# ---- block 1 ----
## src/rtl/master_bus_arbiter_pkg.sv

```systemverilog
// Shared types and constants for the master_module bus arbiter.
// The register map and STAT_REG bit layout mirror master_module's register port.
package master_arb_pkg;

    typedef enum logic [2:0] {IDLE, POLL, ISSUE, WAIT, RESP} state_t;

    localparam logic [1:0] ADDR_FIFO = 2'd0;
    localparam logic [1:0] ADDR_STAT = 2'd1;
    localparam logic [1:0] ADDR_MEM  = 2'd2;
    localparam logic [1:0] ADDR_RSVD = 2'd3;

    localparam int unsigned STAT_FULL_BIT  = 0;
    localparam int unsigned STAT_EMPTY_BIT = 1;

    // A FIFO write is refused when full, a FIFO read when empty.
    function automatic logic fifo_reject(input logic write, input logic [7:0] stat);
        return write ? stat[STAT_FULL_BIT] : stat[STAT_EMPTY_BIT];
    endfunction

endpackage

```

## src/rtl/master_bus_arbiter_if.sv

```systemverilog
// Requester handshake plus master_module register port, bundled for the arbiter.
// slave: the arbiter's view; master: the clients and master_module side.
interface master_bus_arbiter_if #(
    parameter int unsigned NUM_REQ = 4
);
    logic [NUM_REQ-1:0]   req_valid;
    logic [NUM_REQ-1:0]   req_ready;
    logic [NUM_REQ-1:0]   req_write;
    logic [2*NUM_REQ-1:0] req_addr;
    logic [8*NUM_REQ-1:0] req_wdata;
    logic [NUM_REQ-1:0]   rsp_valid;
    logic [7:0]           rsp_rdata;
    logic                 rsp_err;
    logic                 m_enable;
    logic [1:0]           m_addr;
    logic                 m_write;
    logic                 m_read;
    logic [7:0]           m_wdata;
    logic [7:0]           m_rdata;
    logic                 m_resp;

    modport slave (
        input  req_valid, req_write, req_addr, req_wdata, m_rdata, m_resp,
        output req_ready, rsp_valid, rsp_rdata, rsp_err,
        output m_enable, m_addr, m_write, m_read, m_wdata
    );

    modport master (
        output req_valid, req_write, req_addr, req_wdata, m_rdata, m_resp,
        input  req_ready, rsp_valid, rsp_rdata, rsp_err,
        input  m_enable, m_addr, m_write, m_read, m_wdata
    );

endinterface

```

## src/rtl/master_bus_arbiter_rr_arbiter.sv

```systemverilog
// Combinational round-robin picker: first active request at or after pointer, with wrap.
module rr_arbiter #(
    parameter int unsigned N    = 4,
    parameter int unsigned IdxW = (N > 1) ? $clog2(N) : 1
) (
    input  logic [N-1:0]    req,
    input  logic            enable,
    input  logic [IdxW-1:0] pointer,
    output logic [N-1:0]    grant,
    output logic [IdxW-1:0] grant_idx,
    output logic            grant_valid
);

    int unsigned idx;

    always_comb begin
        grant       = '0;
        grant_idx   = '0;
        grant_valid = 1'b0;
        idx         = 0;
        for (int unsigned i = 0; i < N; i++) begin
            idx = 32'(pointer) + i;
            if (idx >= N) idx = idx - N;
            if (enable && !grant_valid && req[IdxW'(idx)]) begin
                grant_valid            = 1'b1;
                grant_idx              = IdxW'(idx);
                grant[IdxW'(idx)]      = 1'b1;
            end
        end
    end

endmodule

```

## src/rtl/master_bus_arbiter.sv

```systemverilog
// Round-robin arbiter/sequencer sharing one master_module register port among NUM_REQ clients.
// One transaction at a time; FIFO accesses are screened against STAT_REG first.
module master_bus_arbiter
    import master_arb_pkg::*;
#(
    parameter int unsigned NUM_REQ = 4,
    parameter int unsigned RD_LAT  = 1
) (
    input logic                clk,
    input logic                rst,
    master_bus_arbiter_if.slave bus
);

    localparam int unsigned IdxW = $clog2(NUM_REQ);
    localparam int unsigned CntW = (RD_LAT > 1) ? $clog2(RD_LAT) : 1;

    state_t          state_q, state_d;
    logic [IdxW-1:0] ptr_q, ptr_d;
    logic [IdxW-1:0] owner_q, owner_d;
    logic            write_q, write_d;
    logic [1:0]      addr_q, addr_d;
    logic [7:0]      wdata_q, wdata_d;
    logic            err_q, err_d;
    logic [7:0]      rdata_q, rdata_d;
    logic [CntW-1:0] cnt_q, cnt_d;

    logic [NUM_REQ-1:0] grant;
    logic [IdxW-1:0]    grant_idx;
    logic               grant_valid;
    logic               arb_en;
    logic               sel_write;
    logic [1:0]         sel_addr;
    logic [7:0]         sel_wdata;

    logic               m_enable_c, m_write_c, m_read_c;
    logic [1:0]         m_addr_c;
    logic [7:0]         m_wdata_c;
    logic [NUM_REQ-1:0] rsp_valid_c;
    logic [7:0]         rsp_rdata_c;
    logic               rsp_err_c;

    // Gating with rst keeps req_ready low while reset is held.
    assign arb_en = (state_q == IDLE) && !rst;

    rr_arbiter #(
        .N    (NUM_REQ),
        .IdxW (IdxW)
    ) u_rr_arbiter (
        .req         (bus.req_valid),
        .enable      (arb_en),
        .pointer     (ptr_q),
        .grant       (grant),
        .grant_idx   (grant_idx),
        .grant_valid (grant_valid)
    );

    assign sel_write = bus.req_write[grant_idx];
    assign sel_addr  = bus.req_addr[{grant_idx, 1'b0} +: 2];
    assign sel_wdata = bus.req_wdata[{grant_idx, 3'b000} +: 8];

    always_comb begin
        state_d     = state_q;
        ptr_d       = ptr_q;
        owner_d     = owner_q;
        write_d     = write_q;
        addr_d      = addr_q;
        wdata_d     = wdata_q;
        err_d       = err_q;
        rdata_d     = rdata_q;
        cnt_d       = cnt_q;
        m_enable_c  = 1'b0;
        m_addr_c    = 2'd0;
        m_write_c   = 1'b0;
        m_read_c    = 1'b0;
        m_wdata_c   = 8'd0;
        rsp_valid_c = '0;
        rsp_rdata_c = 8'd0;
        rsp_err_c   = 1'b0;

        unique case (state_q)
            IDLE: begin
                if (grant_valid) begin
                    owner_d = grant_idx;
                    write_d = sel_write;
                    addr_d  = sel_addr;
                    wdata_d = sel_wdata;
                    err_d   = 1'b0;
                    rdata_d = 8'd0;
                    ptr_d   = (grant_idx == IdxW'(NUM_REQ - 1)) ? '0 : grant_idx + 1'b1;
                    case (sel_addr)
                        ADDR_FIFO: state_d = POLL;
                        ADDR_RSVD: begin
                            err_d   = 1'b1;
                            state_d = RESP;
                        end
                        default:   state_d = ISSUE;
                    endcase
                end
            end
            POLL: begin
                m_enable_c = 1'b1;
                m_read_c   = 1'b1;
                m_addr_c   = ADDR_STAT;
                if (fifo_reject(write_q, bus.m_rdata)) begin
                    err_d   = 1'b1;
                    state_d = RESP;
                end else begin
                    state_d = ISSUE;
                end
            end
            ISSUE: begin
                m_enable_c = 1'b1;
                m_addr_c   = addr_q;
                m_write_c  = write_q;
                m_read_c   = !write_q;
                m_wdata_c  = write_q ? wdata_q : 8'd0;
                if (write_q) begin
                    if (addr_q == ADDR_MEM && !bus.m_resp) err_d = 1'b1;
                    state_d = RESP;
                end else begin
                    cnt_d   = CntW'(RD_LAT - 1);
                    state_d = WAIT;
                end
            end
            WAIT: begin
                m_addr_c = addr_q;
                if (cnt_q == '0) begin
                    rdata_d = bus.m_rdata;
                    state_d = RESP;
                end else begin
                    cnt_d = cnt_q - 1'b1;
                end
            end
            RESP: begin
                rsp_valid_c[owner_q] = 1'b1;
                rsp_rdata_c          = err_q ? 8'd0 : rdata_q;
                rsp_err_c            = err_q;
                state_d              = IDLE;
            end
            default: state_d = IDLE;
        endcase
    end

    always_ff @(posedge clk or posedge rst) begin
        if (rst) begin
            state_q <= IDLE;
            ptr_q   <= '0;
            owner_q <= '0;
            write_q <= 1'b0;
            addr_q  <= 2'd0;
            wdata_q <= 8'd0;
            err_q   <= 1'b0;
            rdata_q <= 8'd0;
            cnt_q   <= '0;
        end else begin
            state_q <= state_d;
            ptr_q   <= ptr_d;
            owner_q <= owner_d;
            write_q <= write_d;
            addr_q  <= addr_d;
            wdata_q <= wdata_d;
            err_q   <= err_d;
            rdata_q <= rdata_d;
            cnt_q   <= cnt_d;
        end
    end

    assign bus.req_ready = grant;
    assign bus.rsp_valid = rsp_valid_c;
    assign bus.rsp_rdata = rsp_rdata_c;
    assign bus.rsp_err   = rsp_err_c;
    assign bus.m_enable  = m_enable_c;
    assign bus.m_addr    = m_addr_c;
    assign bus.m_write   = m_write_c;
    assign bus.m_read    = m_read_c;
    assign bus.m_wdata   = m_wdata_c;

endmodule

```

## src/flat_wrapper.sv

```systemverilog
// flat-port wrapper written by rule: the top's interface ports become plain ports
module master_bus_arbiter_flat import master_arb_pkg::*;
#(
    parameter int unsigned NUM_REQ = 4,
    parameter int unsigned RD_LAT  = 1
)
  (clk, rst, bus_req_valid, bus_req_write, bus_req_addr, bus_req_wdata, bus_m_rdata, bus_m_resp, bus_req_ready, bus_rsp_valid, bus_rsp_rdata, bus_rsp_err, bus_m_enable, bus_m_addr, bus_m_write, bus_m_read, bus_m_wdata);
  master_bus_arbiter_if #(.NUM_REQ(NUM_REQ)) bus_i ();
  input logic clk;
  input logic rst;
  input wire logic [$bits(bus_i.req_valid)-1:0] bus_req_valid;
  input wire logic [$bits(bus_i.req_write)-1:0] bus_req_write;
  input wire logic [$bits(bus_i.req_addr)-1:0] bus_req_addr;
  input wire logic [$bits(bus_i.req_wdata)-1:0] bus_req_wdata;
  input wire logic [$bits(bus_i.m_rdata)-1:0] bus_m_rdata;
  input wire logic [$bits(bus_i.m_resp)-1:0] bus_m_resp;
  output wire logic [$bits(bus_i.req_ready)-1:0] bus_req_ready;
  output wire logic [$bits(bus_i.rsp_valid)-1:0] bus_rsp_valid;
  output wire logic [$bits(bus_i.rsp_rdata)-1:0] bus_rsp_rdata;
  output wire logic [$bits(bus_i.rsp_err)-1:0] bus_rsp_err;
  output wire logic [$bits(bus_i.m_enable)-1:0] bus_m_enable;
  output wire logic [$bits(bus_i.m_addr)-1:0] bus_m_addr;
  output wire logic [$bits(bus_i.m_write)-1:0] bus_m_write;
  output wire logic [$bits(bus_i.m_read)-1:0] bus_m_read;
  output wire logic [$bits(bus_i.m_wdata)-1:0] bus_m_wdata;
  assign bus_i.req_valid = bus_req_valid;
  assign bus_i.req_write = bus_req_write;
  assign bus_i.req_addr = bus_req_addr;
  assign bus_i.req_wdata = bus_req_wdata;
  assign bus_i.m_rdata = bus_m_rdata;
  assign bus_i.m_resp = bus_m_resp;
  assign bus_req_ready = bus_i.req_ready;
  assign bus_rsp_valid = bus_i.rsp_valid;
  assign bus_rsp_rdata = bus_i.rsp_rdata;
  assign bus_rsp_err = bus_i.rsp_err;
  assign bus_m_enable = bus_i.m_enable;
  assign bus_m_addr = bus_i.m_addr;
  assign bus_m_write = bus_i.m_write;
  assign bus_m_read = bus_i.m_read;
  assign bus_m_wdata = bus_i.m_wdata;
  master_bus_arbiter #(.NUM_REQ(NUM_REQ), .RD_LAT(RD_LAT)) u_core (.clk(clk), .rst(rst), .bus(bus_i));
endmodule
```

## config.mk

```make
export PLATFORM = sky130hd
export DESIGN_NAME = master_bus_arbiter_flat
export DESIGN_NICKNAME = d
export VERILOG_FILES = /design/src/rtl/master_bus_arbiter_pkg.sv /design/src/rtl/master_bus_arbiter_if.sv /design/src/rtl/master_bus_arbiter_rr_arbiter.sv /design/src/rtl/master_bus_arbiter.sv /design/src/flat_wrapper.sv
export SDC_FILE = /design/constraint.sdc
export NUM_CORES = 1
export LEC_CHECK = 0
export CAP_MARGIN = 5
export CORE_MARGIN = 3
export CORE_UTILIZATION = 45
export DETAILED_ROUTE_END_ITERATION = 8
export DONT_BUFFER_PORTS = 1
export MAX_ROUTING_LAYER = met4
export SLEW_MARGIN = 0
export SYNTH_ARGS = -nofsm -noshare
export SYNTH_HDL_FRONTEND = slang
export SYNTH_SLANG_ARGS = --single-unit
```

## constraint.sdc

```tcl
create_clock -name clk -period 6.6 [get_ports clk]
set_input_delay 1.32 -clock clk [delete_from_list [all_inputs] [get_ports clk]]
set_output_delay 1.32 -clock clk [all_outputs]
set_load 0.1 [all_outputs]
```

# ---- block 2 ----
### src/rtl/spi_regif_pkg.sv
// Shared definitions for the SPI register-interface slave: opcodes, status bit
// positions and the frame FSM state encoding.
package spi_regif_pkg;

  localparam logic [7:0] OP_WRITE = 8'h02;
  localparam logic [7:0] OP_READ  = 8'h03;

  localparam int STAT_BADOP = 0;
  localparam int STAT_TMO   = 1;
  localparam int STAT_ABORT = 2;
  localparam int STAT_ALIGN = 3;

  typedef enum logic [2:0] {
    ST_IDLE,
    ST_CMD,
    ST_ADDR,
    ST_DATA,
    ST_STAT,
    ST_WAIT_END
  } spi_state_e;

endpackage

### src/rtl/spi_edge_sync.sv
// Synchronizes sck/ss_n/mosi into clk and derives single-cycle edge pulses.
module spi_edge_sync #(
  parameter int SYNC_STAGES = 2
) (
  input  logic clk,
  input  logic rst,
  input  logic sck_i,
  input  logic ss_n_i,
  input  logic mosi_i,
  output logic sck_rise_o,
  output logic sck_fall_o,
  output logic ss_fall_o,
  output logic ss_rise_o,
  output logic mosi_o
);

  // Each stage holds {sck, ss_n, mosi}; stage SYNC_STAGES-1 is the synced value.
  logic [SYNC_STAGES-1:0][2:0] sync_q;
  logic                        sck_prev_q;
  logic                        ss_prev_q;
  logic                        sck_s;
  logic                        ss_s;

  // ss_n resets to "selected" so a frame already running when reset drops
  // produces no select edge and is never joined halfway.
  always_ff @(posedge clk or posedge rst) begin
    if (rst) begin
      sync_q     <= '0;
      sck_prev_q <= 1'b0;
      ss_prev_q  <= 1'b0;
    end else begin
      sync_q     <= {sync_q[SYNC_STAGES-2:0], {sck_i, ss_n_i, mosi_i}};
      sck_prev_q <= sck_s;
      ss_prev_q  <= ss_s;
    end
  end

  assign sck_s      = sync_q[SYNC_STAGES-1][2];
  assign ss_s       = sync_q[SYNC_STAGES-1][1];
  assign mosi_o     = sync_q[SYNC_STAGES-1][0];
  assign sck_rise_o = sck_s & ~sck_prev_q;
  assign sck_fall_o = ~sck_s & sck_prev_q;
  assign ss_fall_o  = ~ss_s & ss_prev_q;
  assign ss_rise_o  = ss_s & ~ss_prev_q;

endmodule

### src/rtl/spi_slave_regif.sv
// SPI mode-0 slave decoding OP/ADDR/DATA frames into register-bus accesses.
// Define SPI_STAT_BYTE_EN to append the 8-bit status byte to every frame.
module spi_slave_regif
  import spi_regif_pkg::*;
#(
  parameter int ADDR_W      = 16,
  parameter int DATA_W      = 32,
  parameter int SYNC_STAGES = 2
) (
  input  logic              clk,
  input  logic              rst,
  input  logic              spi_sck,
  input  logic              spi_ss_n,
  input  logic              spi_mosi,
  output logic              spi_miso,
  output logic [ADDR_W-1:0] reg_addr,
  output logic [DATA_W-1:0] reg_wdata,
  output logic              reg_we,
  output logic              reg_re,
  input  logic [DATA_W-1:0] reg_rdata,
  input  logic              reg_ack,
  output logic [7:0]        frame_stat
);

  localparam int CNT_W = $clog2((ADDR_W > DATA_W ? ADDR_W : DATA_W) + 1);
  localparam logic [CNT_W-1:0] CMD_LAST  = CNT_W'(7);
  localparam logic [CNT_W-1:0] ADDR_LAST = CNT_W'(ADDR_W - 1);
  localparam logic [CNT_W-1:0] DATA_LAST = CNT_W'(DATA_W - 1);

  logic sck_rise, sck_fall, ss_fall, ss_rise, mosi_s;

  spi_edge_sync #(
    .SYNC_STAGES(SYNC_STAGES)
  ) u_sync (
    .clk       (clk),
    .rst       (rst),
    .sck_i     (spi_sck),
    .ss_n_i    (spi_ss_n),
    .mosi_i    (spi_mosi),
    .sck_rise_o(sck_rise),
    .sck_fall_o(sck_fall),
    .ss_fall_o (ss_fall),
    .ss_rise_o (ss_rise),
    .mosi_o    (mosi_s)
  );

  spi_state_e        state_q, state_d;
  logic [CNT_W-1:0]  cnt_q, cnt_d;
  logic [7:0]        op_q, op_d;
  logic [ADDR_W-1:0] addr_q, addr_d;
  logic [DATA_W-1:0] rx_q, rx_d;
  logic [DATA_W-1:0] tx_q, tx_d;
  logic              miso_q, miso_d;
  logic [7:0]        stat_q, stat_d;
  logic              abort_q, abort_d;
  logic              rd_pend_q, rd_pend_d;
  logic              end_pend_q, end_pend_d;
  logic              we_q, we_d;
  logic              re_q, re_d;
  logic [ADDR_W-1:0] raddr_q, raddr_d;
  logic [DATA_W-1:0] rwdata_q, rwdata_d;
  logic [7:0]        fstat_q, fstat_d;

  logic [7:0]        op_shift;
  logic [ADDR_W-1:0] addr_shift;
  logic [DATA_W-1:0] rx_shift;

  assign op_shift   = {op_q[6:0], mosi_s};
  assign addr_shift = {addr_q[ADDR_W-2:0], mosi_s};
  assign rx_shift   = {rx_q[DATA_W-2:0], mosi_s};

  always_ff @(posedge clk or posedge rst) begin
    if (rst) begin
      state_q    <= ST_IDLE;
      cnt_q      <= '0;
      op_q       <= '0;
      addr_q     <= '0;
      rx_q       <= '0;
      tx_q       <= '0;
      miso_q     <= 1'b0;
      stat_q     <= '0;
      abort_q    <= 1'b0;
      rd_pend_q  <= 1'b0;
      end_pend_q <= 1'b0;
      we_q       <= 1'b0;
      re_q       <= 1'b0;
      raddr_q    <= '0;
      rwdata_q   <= '0;
      fstat_q    <= '0;
    end else begin
      state_q    <= state_d;
      cnt_q      <= cnt_d;
      op_q       <= op_d;
      addr_q     <= addr_d;
      rx_q       <= rx_d;
      tx_q       <= tx_d;
      miso_q     <= miso_d;
      stat_q     <= stat_d;
      abort_q    <= abort_d;
      rd_pend_q  <= rd_pend_d;
      end_pend_q <= end_pend_d;
      we_q       <= we_d;
      re_q       <= re_d;
      raddr_q    <= raddr_d;
      rwdata_q   <= rwdata_d;
      fstat_q    <= fstat_d;
    end
  end

  always_comb begin
    state_d    = state_q;
    cnt_d      = cnt_q;
    op_d       = op_q;
    addr_d     = addr_q;
    rx_d       = rx_q;
    tx_d       = tx_q;
    miso_d     = miso_q;
    stat_d     = stat_q;
    abort_d    = abort_q;
    rd_pend_d  = rd_pend_q;
    end_pend_d = end_pend_q;
    we_d       = 1'b0;
    re_d       = 1'b0;
    raddr_d    = raddr_q;
    rwdata_d   = rwdata_q;
    fstat_d    = fstat_q;

    // An outstanding read completes here; the DATA-MSB launch below overrides it.
    if (rd_pend_q && reg_ack) begin
      tx_d      = reg_rdata;
      rd_pend_d = 1'b0;
    end

    unique case (state_q)
      ST_IDLE: begin
        if (ss_fall) begin
          state_d             = ST_CMD;
          cnt_d               = '0;
          op_d                = '0;
          addr_d              = '0;
          rx_d                = '0;
          tx_d                = '0;
          miso_d              = 1'b0;
          stat_d              = '0;
          stat_d[STAT_ABORT]  = abort_q;
          rd_pend_d           = 1'b0;
          end_pend_d          = 1'b0;
        end
      end

      ST_CMD: begin
        if (sck_rise) begin
          op_d = op_shift;
          if (cnt_q == CMD_LAST) begin
            cnt_d              = '0;
            state_d            = ST_ADDR;
            stat_d[STAT_BADOP] = (op_shift != OP_WRITE) && (op_shift != OP_READ);
          end else begin
            cnt_d = cnt_q + CNT_W'(1);
          end
        end
      end

      ST_ADDR: begin
        if (sck_rise) begin
          addr_d = addr_shift;
          if (cnt_q == ADDR_LAST) begin
            cnt_d              = '0;
            state_d            = ST_DATA;
            stat_d[STAT_ALIGN] = |addr_shift[1:0];
            if (op_q == OP_READ && addr_shift[1:0] == 2'b00) begin
              re_d      = 1'b1;
              raddr_d   = addr_shift;
              rd_pend_d = 1'b1;
            end
          end else begin
            cnt_d = cnt_q + CNT_W'(1);
          end
        end
      end

      ST_DATA: begin
        if (sck_fall) begin
          if (cnt_q == '0 && rd_pend_q) begin
            // Read data missed the MSB launch: report timeout and send zeros.
            stat_d[STAT_TMO] = 1'b1;
            rd_pend_d        = 1'b0;
            tx_d             = '0;
            miso_d           = 1'b0;
          end else begin
            miso_d = tx_q[DATA_W-1];
            tx_d   = tx_q << 1;
          end
        end
        if (sck_rise) begin
          rx_d = rx_shift;
          if (cnt_q == DATA_LAST) begin
            cnt_d = '0;
            if (op_q == OP_WRITE && !stat_q[STAT_ALIGN]) begin
              we_d     = 1'b1;
              raddr_d  = addr_q;
              rwdata_d = rx_shift;
            end
`ifdef SPI_STAT_BYTE_EN
            state_d = ST_STAT;
`else
            state_d    = ST_WAIT_END;
            end_pend_d = 1'b1;
`endif
          end else begin
            cnt_d = cnt_q + CNT_W'(1);
          end
        end
      end

      ST_STAT: begin
        if (sck_fall) begin
          if (cnt_q == '0) begin
            miso_d                = stat_q[7];
            tx_d                  = '0;
            tx_d[DATA_W-1 -: 7]   = stat_q[6:0];
          end else begin
            miso_d = tx_q[DATA_W-1];
            tx_d   = tx_q << 1;
          end
        end
        if (sck_rise) begin
          if (cnt_q == CMD_LAST) begin
            cnt_d      = '0;
            state_d    = ST_WAIT_END;
            end_pend_d = 1'b1;
          end else begin
            cnt_d = cnt_q + CNT_W'(1);
          end
        end
      end

      ST_WAIT_END: begin
        if (sck_fall || ss_rise) begin
          miso_d = 1'b0;
          if (end_pend_q) begin
            fstat_d    = stat_q;
            abort_d    = 1'b0;
            end_pend_d = 1'b0;
          end
        end
        if (ss_rise) begin
          state_d = ST_IDLE;
        end
      end

      default: state_d = ST_IDLE;
    endcase

    // Deselect before the frame completed: drop it and flag the next frame.
    if (ss_rise && state_q != ST_IDLE && state_q != ST_WAIT_END) begin
      state_d             = ST_IDLE;
      cnt_d               = '0;
      miso_d              = 1'b0;
      we_d                = 1'b0;
      rd_pend_d           = 1'b0;
      end_pend_d          = 1'b0;
      abort_d             = 1'b1;
      fstat_d             = stat_q;
      fstat_d[STAT_ABORT] = 1'b1;
    end
  end

  assign spi_miso   = miso_q;
  assign reg_addr   = raddr_q;
  assign reg_wdata  = rwdata_q;
  assign reg_we     = we_q;
  assign reg_re     = re_q;
  assign frame_stat = fstat_q;

endmodule

### config.mk
export PLATFORM = sky130hd
export DESIGN_NAME = spi_slave_regif
export DESIGN_NICKNAME = d
export VERILOG_FILES = /design/src/rtl/spi_regif_pkg.sv /design/src/rtl/spi_edge_sync.sv /design/src/rtl/spi_slave_regif.sv
export SDC_FILE = /design/constraint.sdc
export NUM_CORES = 1
export LEC_CHECK = 0
export ABC_CLOCK_PERIOD_IN_PS = 6450
export CAP_MARGIN = 20
export CORE_MARGIN = 4
export CORE_UTILIZATION = 50
export DETAILED_ROUTE_END_ITERATION = 8
export GPL_TIMING_DRIVEN = 0
export PLACE_DENSITY = 0.76
export SLEW_MARGIN = 20
export SYNTH_ARGS = -nofsm -noshare
export SYNTH_HDL_FRONTEND = slang
export SYNTH_SLANG_ARGS = --single-unit
### constraint.sdc
create_clock -name clk -period 6.45 [get_ports clk]
set_input_delay 1.935 -clock clk [delete_from_list [all_inputs] [get_ports clk]]
set_output_delay 1.935 -clock clk [all_outputs]
set_load 0.01 [all_outputs]
# ---- block 3 ----
[src/rtl/key_encoder.sv]
// key_encoder: synchronise, debounce and encode five pushbuttons into one-cycle key codes with auto-repeat
module key_encoder #(
  parameter int DEBOUNCE_CYCLES = 500_000,
  parameter int REPEAT_DELAY    = 25_000_000,
  parameter int REPEAT_PERIOD   = 5_000_000,
  parameter int CNT_W           = 25
) (
  input  logic       clock,
  input  logic       reset,
  input  logic       btn_down,
  input  logic       btn_left,
  input  logic       btn_up,
  input  logic       btn_right,
  input  logic       btn_select,
  output logic [3:0] key_code,
  output logic       key_valid,
  output logic       key_held
);
  typedef enum logic [1:0] {IDLE, HOLD, REPEAT, WAIT_REL} state_t;
  state_t state, state_n;
  logic [4:0] raw, s1, s2, st, cur, hv, hv_n;
  logic [CNT_W-1:0] rcnt, rcnt_n, lim;
  logic [3:0] enc, code_n;
  logic single;
  assign raw = {btn_select, btn_right, btn_up, btn_left, btn_down};
  always_ff @(posedge clock or posedge reset)
    if (reset) begin
      s1 <= '0;
      s2 <= '0;
    end else begin
      s1 <= raw;
      s2 <= s1;
    end
  for (genvar b = 0; b < 5; b++) begin : g_db
    logic stb;
    logic [CNT_W-1:0] cnt;
    always_ff @(posedge clock or posedge reset)
      if (reset) begin
        stb <= 1'b0;
        cnt <= '0;
      end else if (s2[b] == stb) cnt <= '0;
      else if (cnt == CNT_W'(DEBOUNCE_CYCLES - 1)) begin
        stb <= s2[b];
        cnt <= '0;
      end else cnt <= cnt + 1'b1;
    assign st[b] = stb;
  end
  assign key_held = |st;
  assign single = (cur != 5'd0) && ((cur & (cur - 5'd1)) == 5'd0);
  assign enc = cur[0] ? 4'd1 : cur[1] ? 4'd2 : cur[2] ? 4'd3 : cur[3] ? 4'd4 : cur[4] ? 4'd5 : 4'd0;
  assign lim = (state == HOLD) ? CNT_W'(REPEAT_DELAY - 1) : CNT_W'(REPEAT_PERIOD - 1);
  always_comb begin
    state_n = state;
    rcnt_n  = rcnt;
    hv_n    = hv;
    code_n  = 4'd0;
    case (state)
      IDLE:
        if (single) begin
          code_n  = enc;
          hv_n    = cur;
          rcnt_n  = '0;
          state_n = HOLD;
        end else if (cur != 5'd0) state_n = WAIT_REL;
      HOLD, REPEAT:
        if (cur != hv) state_n = (cur == 5'd0) ? IDLE : WAIT_REL;
        // select is held without repeating and its counter stays put
        else if (!hv[4]) begin
          if (rcnt == lim) begin
            code_n  = enc;
            rcnt_n  = '0;
            state_n = REPEAT;
          end else rcnt_n = rcnt + 1'b1;
        end
      WAIT_REL: state_n = (cur == 5'd0) ? IDLE : WAIT_REL;
      default: state_n = IDLE;
    endcase
  end
  always_ff @(posedge clock or posedge reset)
    if (reset) begin
      state     <= IDLE;
      cur       <= '0;
      hv        <= '0;
      rcnt      <= '0;
      key_code  <= 4'd0;
      key_valid <= 1'b0;
    end else begin
      state     <= state_n;
      cur       <= st;
      hv        <= hv_n;
      rcnt      <= rcnt_n;
      key_code  <= code_n;
      key_valid <= code_n != 4'd0;
    end
endmodule

[config.mk]
export PLATFORM = sky130hd
export DESIGN_NAME = key_encoder
export DESIGN_NICKNAME = d
export VERILOG_FILES = /design/src/rtl/key_encoder.sv
export SDC_FILE = /design/constraint.sdc
export NUM_CORES = 1
export LEC_CHECK = 0
export CORE_UTILIZATION = 25
export CTS_CLUSTER_DIAMETER = 50
export DETAILED_ROUTE_END_ITERATION = 7
export PLACE_DENSITY = 0.51
export SLEW_MARGIN = 20
export SYNTH_ARGS = -nofsm -noshare
export SYNTH_HDL_FRONTEND = slang
export SYNTH_SLANG_ARGS = --single-unit
[constraint.sdc]
create_clock -name clock -period 6.58 [get_ports clock]
set_clock_uncertainty 0.2 [all_clocks]
set_input_delay 1.645 -clock clock [delete_from_list [all_inputs] [get_ports clock]]
set_output_delay 1.645 -clock clock [all_outputs]
set_load 0.03 [all_outputs]
# ---- block 4 ----
[src/rtl/traffic_light_controller.sv]
// Two-road intersection sequencer with pedestrian phase.
// A per-phase down-counter times each phase, and latched requests decide where the next phase goes.
module traffic_light_controller #(
  parameter int COUNT_SIZE  = 5,
  parameter int GREEN_TIME  = 20,
  parameter int YELLOW_TIME = 4,
  parameter int ALLRED_TIME = 2,
  parameter int WALK_TIME   = 10
) (
  input  logic                  clk,
  input  logic                  rst,
  input  logic                  tick,
  input  logic                  ew_sensor,
  input  logic                  ped_req,
  output logic [2:0]            ns_light,
  output logic [2:0]            ew_light,
  output logic                  walk,
  output logic [2:0]            phase,
  output logic [COUNT_SIZE-1:0] time_left
);

  typedef enum logic [2:0] {
    S_NS_GREEN  = 3'd0,
    S_NS_YELLOW = 3'd1,
    S_ALLRED_A  = 3'd2,
    S_EW_GREEN  = 3'd3,
    S_EW_YELLOW = 3'd4,
    S_ALLRED_B  = 3'd5,
    S_WALK      = 3'd6,
    S_ILLEGAL   = 3'd7
  } state_t;

  localparam logic [COUNT_SIZE-1:0] GREEN_LD  = COUNT_SIZE'(GREEN_TIME);
  localparam logic [COUNT_SIZE-1:0] YELLOW_LD = COUNT_SIZE'(YELLOW_TIME);
  localparam logic [COUNT_SIZE-1:0] ALLRED_LD = COUNT_SIZE'(ALLRED_TIME);
  localparam logic [COUNT_SIZE-1:0] WALK_LD   = COUNT_SIZE'(WALK_TIME);

  localparam logic [2:0] LAMP_RED    = 3'b100;
  localparam logic [2:0] LAMP_YELLOW = 3'b010;
  localparam logic [2:0] LAMP_GREEN  = 3'b001;

  state_t                  state_q, state_d;
  logic [COUNT_SIZE-1:0]   time_q, time_d;
  logic                    ew_pend_q, ew_pend_d;
  logic                    ped_pend_q, ped_pend_d;
  logic [2:0]              ns_light_q, ns_light_d;
  logic [2:0]              ew_light_q, ew_light_d;
  logic                    walk_q, walk_d;
  logic                    expired;
  logic                    entering;

  function automatic logic [COUNT_SIZE-1:0] duration(input state_t s);
    case (s)
      S_NS_YELLOW, S_EW_YELLOW: duration = YELLOW_LD;
      S_ALLRED_A, S_ALLRED_B:   duration = ALLRED_LD;
      S_WALK:                   duration = WALK_LD;
      default:                  duration = GREEN_LD;
    endcase
  endfunction

  always_comb begin
    expired = (time_q == '0);
    state_d = state_q;
    case (state_q)
      S_NS_GREEN:  if (expired && (ew_pend_q || ped_pend_q)) state_d = S_NS_YELLOW;
      S_NS_YELLOW: if (expired) state_d = S_ALLRED_A;
      S_ALLRED_A:  if (expired) state_d = ew_pend_q ? S_EW_GREEN : S_WALK;
      S_EW_GREEN:  if (expired) state_d = S_EW_YELLOW;
      S_EW_YELLOW: if (expired) state_d = S_ALLRED_B;
      S_ALLRED_B:  if (expired) state_d = ped_pend_q ? S_WALK : S_NS_GREEN;
      S_WALK:      if (expired) state_d = S_NS_GREEN;
      default:     state_d = S_NS_GREEN;
    endcase

    // A state entry always reloads the timer, even if tick is high on the same edge
    entering = (state_d != state_q);
    time_d   = time_q;
    if (entering)
      time_d = duration(state_d);
    else if (tick && !expired)
      time_d = time_q - 1'b1;

    ew_pend_d = ew_pend_q;
    if (entering && state_d == S_EW_GREEN)
      ew_pend_d = 1'b0;
    else if (ew_sensor && state_q != S_EW_GREEN)
      ew_pend_d = 1'b1;

    ped_pend_d = ped_pend_q;
    if (entering && state_d == S_WALK)
      ped_pend_d = 1'b0;
    else if (ped_req && state_q != S_WALK)
      ped_pend_d = 1'b1;

    // Lamps are decoded from the next state so the registered lamps line up with phase
    ns_light_d = LAMP_RED;
    ew_light_d = LAMP_RED;
    walk_d     = 1'b0;
    case (state_d)
      S_NS_GREEN:  ns_light_d = LAMP_GREEN;
      S_NS_YELLOW: ns_light_d = LAMP_YELLOW;
      S_EW_GREEN:  ew_light_d = LAMP_GREEN;
      S_EW_YELLOW: ew_light_d = LAMP_YELLOW;
      S_WALK:      walk_d     = 1'b1;
      default:     ;
    endcase
  end

  always_ff @(posedge clk or posedge rst) begin
    if (rst) begin
      state_q    <= S_NS_GREEN;
      time_q     <= GREEN_LD;
      ew_pend_q  <= 1'b0;
      ped_pend_q <= 1'b0;
      ns_light_q <= LAMP_GREEN;
      ew_light_q <= LAMP_RED;
      walk_q     <= 1'b0;
    end else begin
      state_q    <= state_d;
      time_q     <= time_d;
      ew_pend_q  <= ew_pend_d;
      ped_pend_q <= ped_pend_d;
      ns_light_q <= ns_light_d;
      ew_light_q <= ew_light_d;
      walk_q     <= walk_d;
    end
  end

  assign ns_light  = ns_light_q;
  assign ew_light  = ew_light_q;
  assign walk      = walk_q;
  assign phase     = state_q;
  assign time_left = time_q;

endmodule

[config.mk]
export PLATFORM = sky130hd
export DESIGN_NAME = traffic_light_controller
export DESIGN_NICKNAME = d
export VERILOG_FILES = /design/src/rtl/traffic_light_controller.sv
export SDC_FILE = /design/constraint.sdc
export NUM_CORES = 1
export LEC_CHECK = 0
export CAP_MARGIN = 30
export CORE_MARGIN = 1
export CORE_UTILIZATION = 53
export CTS_CLUSTER_DIAMETER = 150
export CTS_CLUSTER_SIZE = 40
export DETAILED_ROUTE_END_ITERATION = 10
export PLACE_DENSITY = 0.93
export SLEW_MARGIN = 20
export SYNTH_ARGS = -nofsm -noshare
export SYNTH_HDL_FRONTEND = slang
export SYNTH_SLANG_ARGS = --single-unit
[constraint.sdc]
create_clock -name clk -period 3.6 [get_ports clk]
set_clock_uncertainty 0.1 [all_clocks]
set_input_delay 1.08 -clock clk [delete_from_list [all_inputs] [get_ports clk]]
set_output_delay 1.08 -clock clk [all_outputs]
set_load 0.02 [all_outputs]

==> gallery <==
Layout detail.
picture 1
Window x 46 to 86, y 46 to 86 µm. Cells in grey, sequential cells in the stronger grey; small squares are vias.
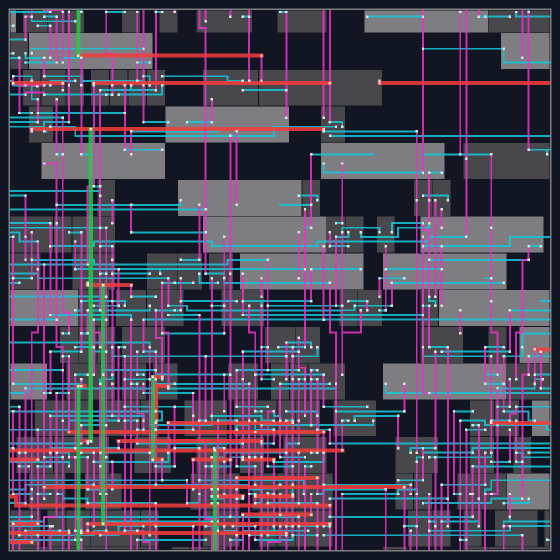
picture 2
Window x 74 to 114, y 74 to 114 µm. Cells in grey, sequential cells in the stronger grey; small squares are vias.
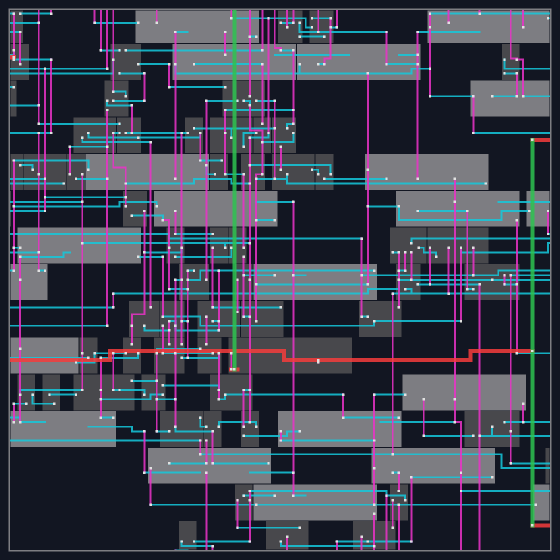
picture 3
Window x 18 to 58, y 18 to 58 µm. Cells in grey, sequential cells in the stronger grey; small squares are vias.
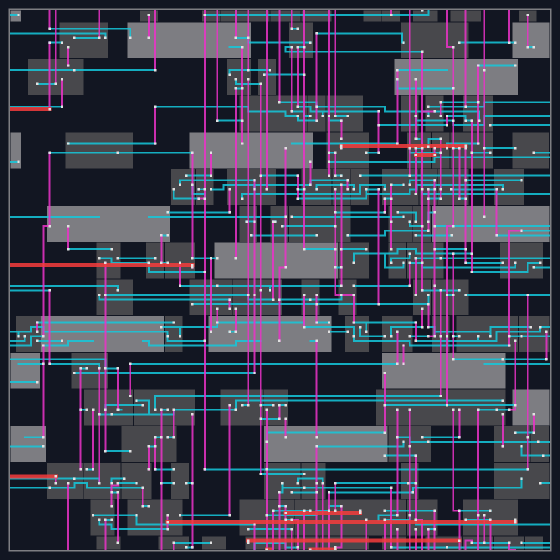
- block 2 = picture 1
- block 3 = picture 2
- block 1 = picture 3

Key to picture 1:
- cyan: metal 1
- red: metal 3
- magenta: metal 2
- green: metal 4
- netlist names of flops here include: `stat_q` (3), `addr_q` (2), `state_q` (2)
- sequential cells in the window: 13
- most frequent: nand2_1 (22), dfrtp_1 (13), o21ai_0 (11)
- cells with their middle in the window: 116

Figure 1. Cell outlines without signal wires (block 4).
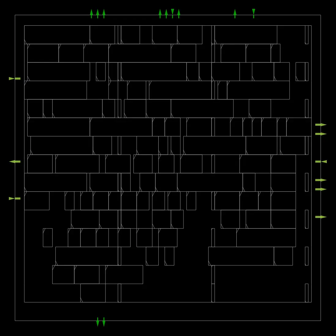
Fill cells: 144
final core occ: 0.691
core area: 1730 µm²

==> impl_metrics.toml, block 4 <==
# implementation run metrics
[worst_setup_path]
r2r_setup_slack_ns = 0.98
r2r_start = "time_left[0]$_DFFE_PP0P_"
reg2reg_depth = 6
crit_type = "reg2out"

[final_timing]
worstMarginPinSlew_ns = 0.853
fin_ws_ns = 0.785

[finish]
logic_area_um2 = 495
design_area_um2 = 1190

[grt]
use_met3 = 0.0360
grt_pass1_vias = 703
groute.usage.overall = 0.210

[floorplan]
fp_util = 0.570

[synth]
synth-edff-count = 0
fp_nets = 99
top_logic_kind = "simple AND/OR/NAND/NOR gates"
top_cell = "dfrtp_1"
synth-xor-area-share = 0.0178

[min_path]
hold_path_class = "reg2reg"

[clocking]
clk-insertion-delay-late_ns = 0.30
cts_max_path_buffers = 2
cts_tree = "built"
post_cts_resized = 0

[route]
drt_iter0_markers = 18
dr_wl_met2_um = 994

[power_and_ir_drop]
pwr-share-clk = 0.101

[status]
status = "completed"
[block 4: per-stage QoR]
stage / hold WS [ns] / instances
floorplan: 0.493 / 92
global placement: 0.486 / 133
detailed placement: 0.515 / 133
CTS: 0.539 / 137
global route: 0.621 / 137
finish: 0.536 / 137
[block 4: final cells by class]
cell class	count	share of cell area
clock inverters	1	0.00419
flip-flops and latches	17	0.361
repair buffers	19	0.159
clock buffers	3	0.0189
inverters	5	0.0157
well taps	25	0.0262
multi-input cells	67	0.415
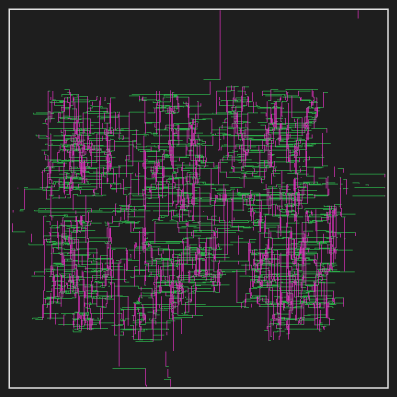
Figure 2: block 3, wiring by layer.
(2 px per µm) Two of the layers only.
- magenta: metal 2 (wire length 7,340 µm)
- green: metal 1 (wire length 8,650 µm)
final wirelength: 16,600 µm
GRT Total Usage: 0.0996
Avg WL per Cell: 12.3 µm
vias: 6,044

==> impl_metrics.toml, block 3 <==
# implementation run metrics
[synth]
synth_top_area_share = 0.520
top_logic_kind = "simple AND/OR/NAND/NOR gates"
synthCells = 884
synth.cell_area_um2 = 8710
async_flop_share = 1.00
synthSimpleGateAreaFrac = 0.255

[finish]
lay_top_count = "dfrtp_1"
nNonClkBuffers = 14
comb_cells = 652
antenna_cells = 0
mostFrequentLayoutCells = "dfrtp_1 (181), nor2_1 (153), xor2_1 (91)"
bufAreaShareNonClock = 0.0147

[clocking]
clk-insertion-delay-late_ns = 0.44
cts_made_buffers = 17

[status]
status = "completed"

[route]
first_pass_iters = 4
ant_nets = 0

[grt]
top_usage_layer = "met2"

[power_and_ir_drop]
cell_internal_pwr_mw = 1.74
finalPower_mw = 2.26
pwr-share-clk = 0.476

[placement]
pre_cts_ws_ns = 3.32

[worst_setup_path]
path_cells = "nor3_1, nand2_1, clkdlybuf4s50_1"
crit_end = "key_held"

[final_timing]
worstMarginPinSlew_ns = 0.999
==> block 3: critical path: cells and delay by family (launching register included) <==
| kind | cells | cell delay [ns] |
|---|---|---|
| flops | 1 | 0.42 |
| buf+inv | 1 | 0.61 |
| simple gates | 2 | 0.32 |
==> block 3: power groups by stage <==
stage | clock network, mW | logic [mW] | registers [mW]
3_5_place_dp | 0 | 0.0583 | 1.15
3_3_place_gp | 0 | 0.0590 | 1.15
2_1_floorplan | 0 | 0.0412 | 1.15
5_1_grt | 1.15 | 0.0655 | 1.13
6_report | 1.08 | 0.0551 | 1.13
4_1_cts | 1.11 | 0.0585 | 1.13
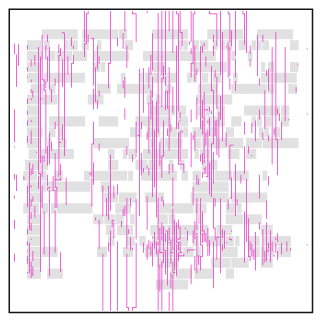
Figure 3: block 1, the metal 2 layer.
(4 px per µm)
- wire length on this layer: 2,210 µm
- share of all routed wire: 45%
- nets with wire on the layer: 244
GR Util met2: 0.263
final wirelength: 4930 µm
vias: 1,712

==> impl_metrics.toml, block 1 <==
# implementation run metrics
[clocking]
root_buffer = "clkbuf_8"
cts_made_buffers = 3
clk-insertion-delay-late_ns = 0.27

[placement]
place_area_um2 = 2250
dp_cells = 284

[synth]
top_logic_kind = "simple AND/OR/NAND/NOR gates"
synth-xor-area-share = 0.00404
synth-edff-count = 0
ys_cells = 238

[finish]
layout.nets = 301

[min_path]
holdPathEnd = "u_core.wdata_q[0]$_DFFE_PP0P_"

[power_and_ir_drop]
switching_power_uw = 668
ir_worst_vdd_mv = 0.184
power_leader = "combinational logic"
comb-power_uw = 817

[worst_setup_path]
worstSetupPathDepth = 6
startpoint = "u_core.ptr_q[0]$_DFFE_PP0P_"

[final_timing]
fin_ws_ns = 1.95

[status]
status = "completed"

[grt]
grt_pass1_wl_um = 7310

[floorplan]
design.die.area_um2 = 5690
die_w_um = 75.4
block 1: flip-flops by register name, indices dropped and copies added (netlist names):
signal          cells
u_core.err_q        1
u_core.wdata_q      8
u_core.rdata_q      8
u_core.owner_q      2
u_core.addr_q       2
u_core.ptr_q        2
u_core.write_q      1
u_core.state_q      3
block 1: routing by layer:
| metal | GRT usage | up-vias |
|---|---|---|
| met1 | 0.228 | 773 |
| met3 | 0.0580 | 2 |
| met5 | - | - |
| met4 | 0.0233 | 0 |
| li1 | - | 850 |
| met2 | 0.263 | 87 |
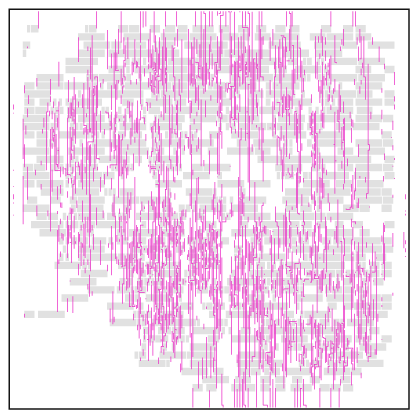
Figure 4: block 2, the metal 2 layer.
(3 px per µm)
- share of all routed wire: 46%
- nets with wire on the layer: 756
- main direction: vertical
- longest straight run: 42.2 µm

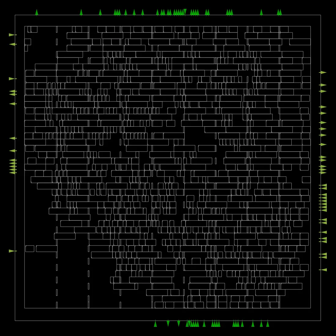
Figure 5: block 2, cell outlines without signal wires.
Flops: 166
Tap Count: 188
Non-Filler Instances: 1,087
sequential cell area share: 0.433
Fill cells: 1,199

==> impl_metrics.toml, block 2 <==
# implementation run metrics
[worst_setup_path]
worstSetupPathDepth = 1
path_cells = "clkdlybuf4s50_1"
end_kind = "output pin"

[synth]
synth_cell_type_count = 52
top_logic_kind = "simple AND/OR/NAND/NOR gates"
async_flop_share = 1.00

[final_timing]
finalClockPeriodUsage = 0.522
final_max_slew_viol_count = 0
fin_hold_ws_ns = 0.348
hold_viol_final = 0

[clocking]
cts_tree = "built"
post_cts_buffers = 0

[grt]
grt_pass1_wl_um = 29700

[status]
status = "completed"

[min_path]
worstHoldStart = "u_sync.sync_q[0]$_DFF_PP0_"

[finish]
lay_top_count = "nand2_1"
## block 2: cell type report
type	count	area, µm²	share of cell area
sequential	166	4150	0.433
multi-input combinational	546	3330	0.348
timing repair buffer	92	938	0.0979
clock buffer	19	443	0.0462
buffer	57	282	0.0294
tap	188	235	0.0245
clock inverter	13	171	0.0179
inverter	6	30.0	0.00313
## block 2: power by group
part           switching, mW  internal [mW]
sequential            0.0122           1.05
combinational          0.121         0.0617
clock                  0.435          0.625


==> layout pictures side by side <==
Ports around the boundary.
panel A
(4 px per µm) Pins as bars across the die edge, other pins in grey.
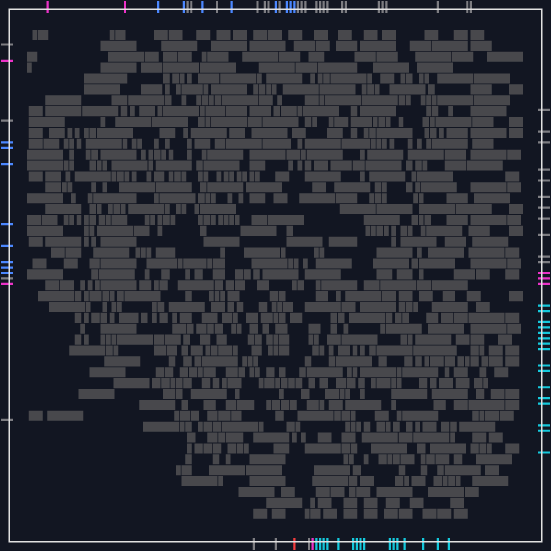
panel B
(6 px per µm) Pins as bars across the die edge, other pins in grey.
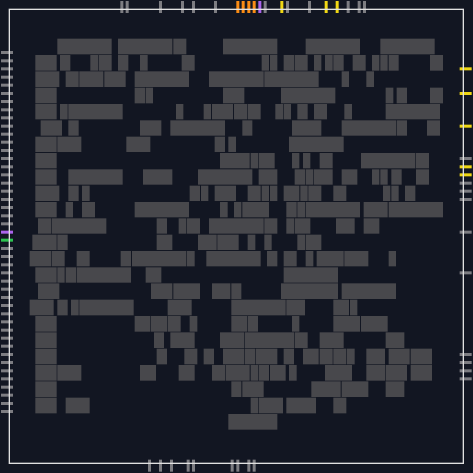
panel C
(2 px per µm) Pins as bars across the die edge, other pins in grey.
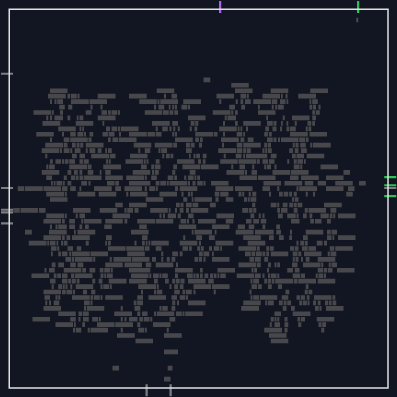
panel D
(10 px per µm) Pins as bars across the die edge, other pins in grey.
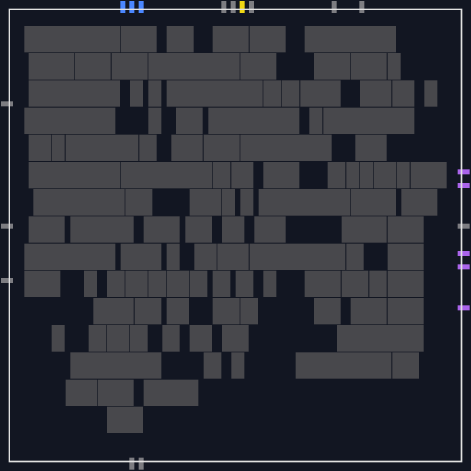
| picture | from |
|---|---|
| panel C | block 3 |
| panel D | block 4 |
| panel A | block 2 |
| panel B | block 1 |
Of these, largest die: panel C
Of these, smallest die: panel D

Key to panel D:
- purple: `time_left` (pins 5; direction output; edge right)
- yellow: `ped_req` (pins 1; direction input; edge top)
- blue: `ew_light` (pins 3; direction output; edge top)

Power and IR drop assume default switching activity.
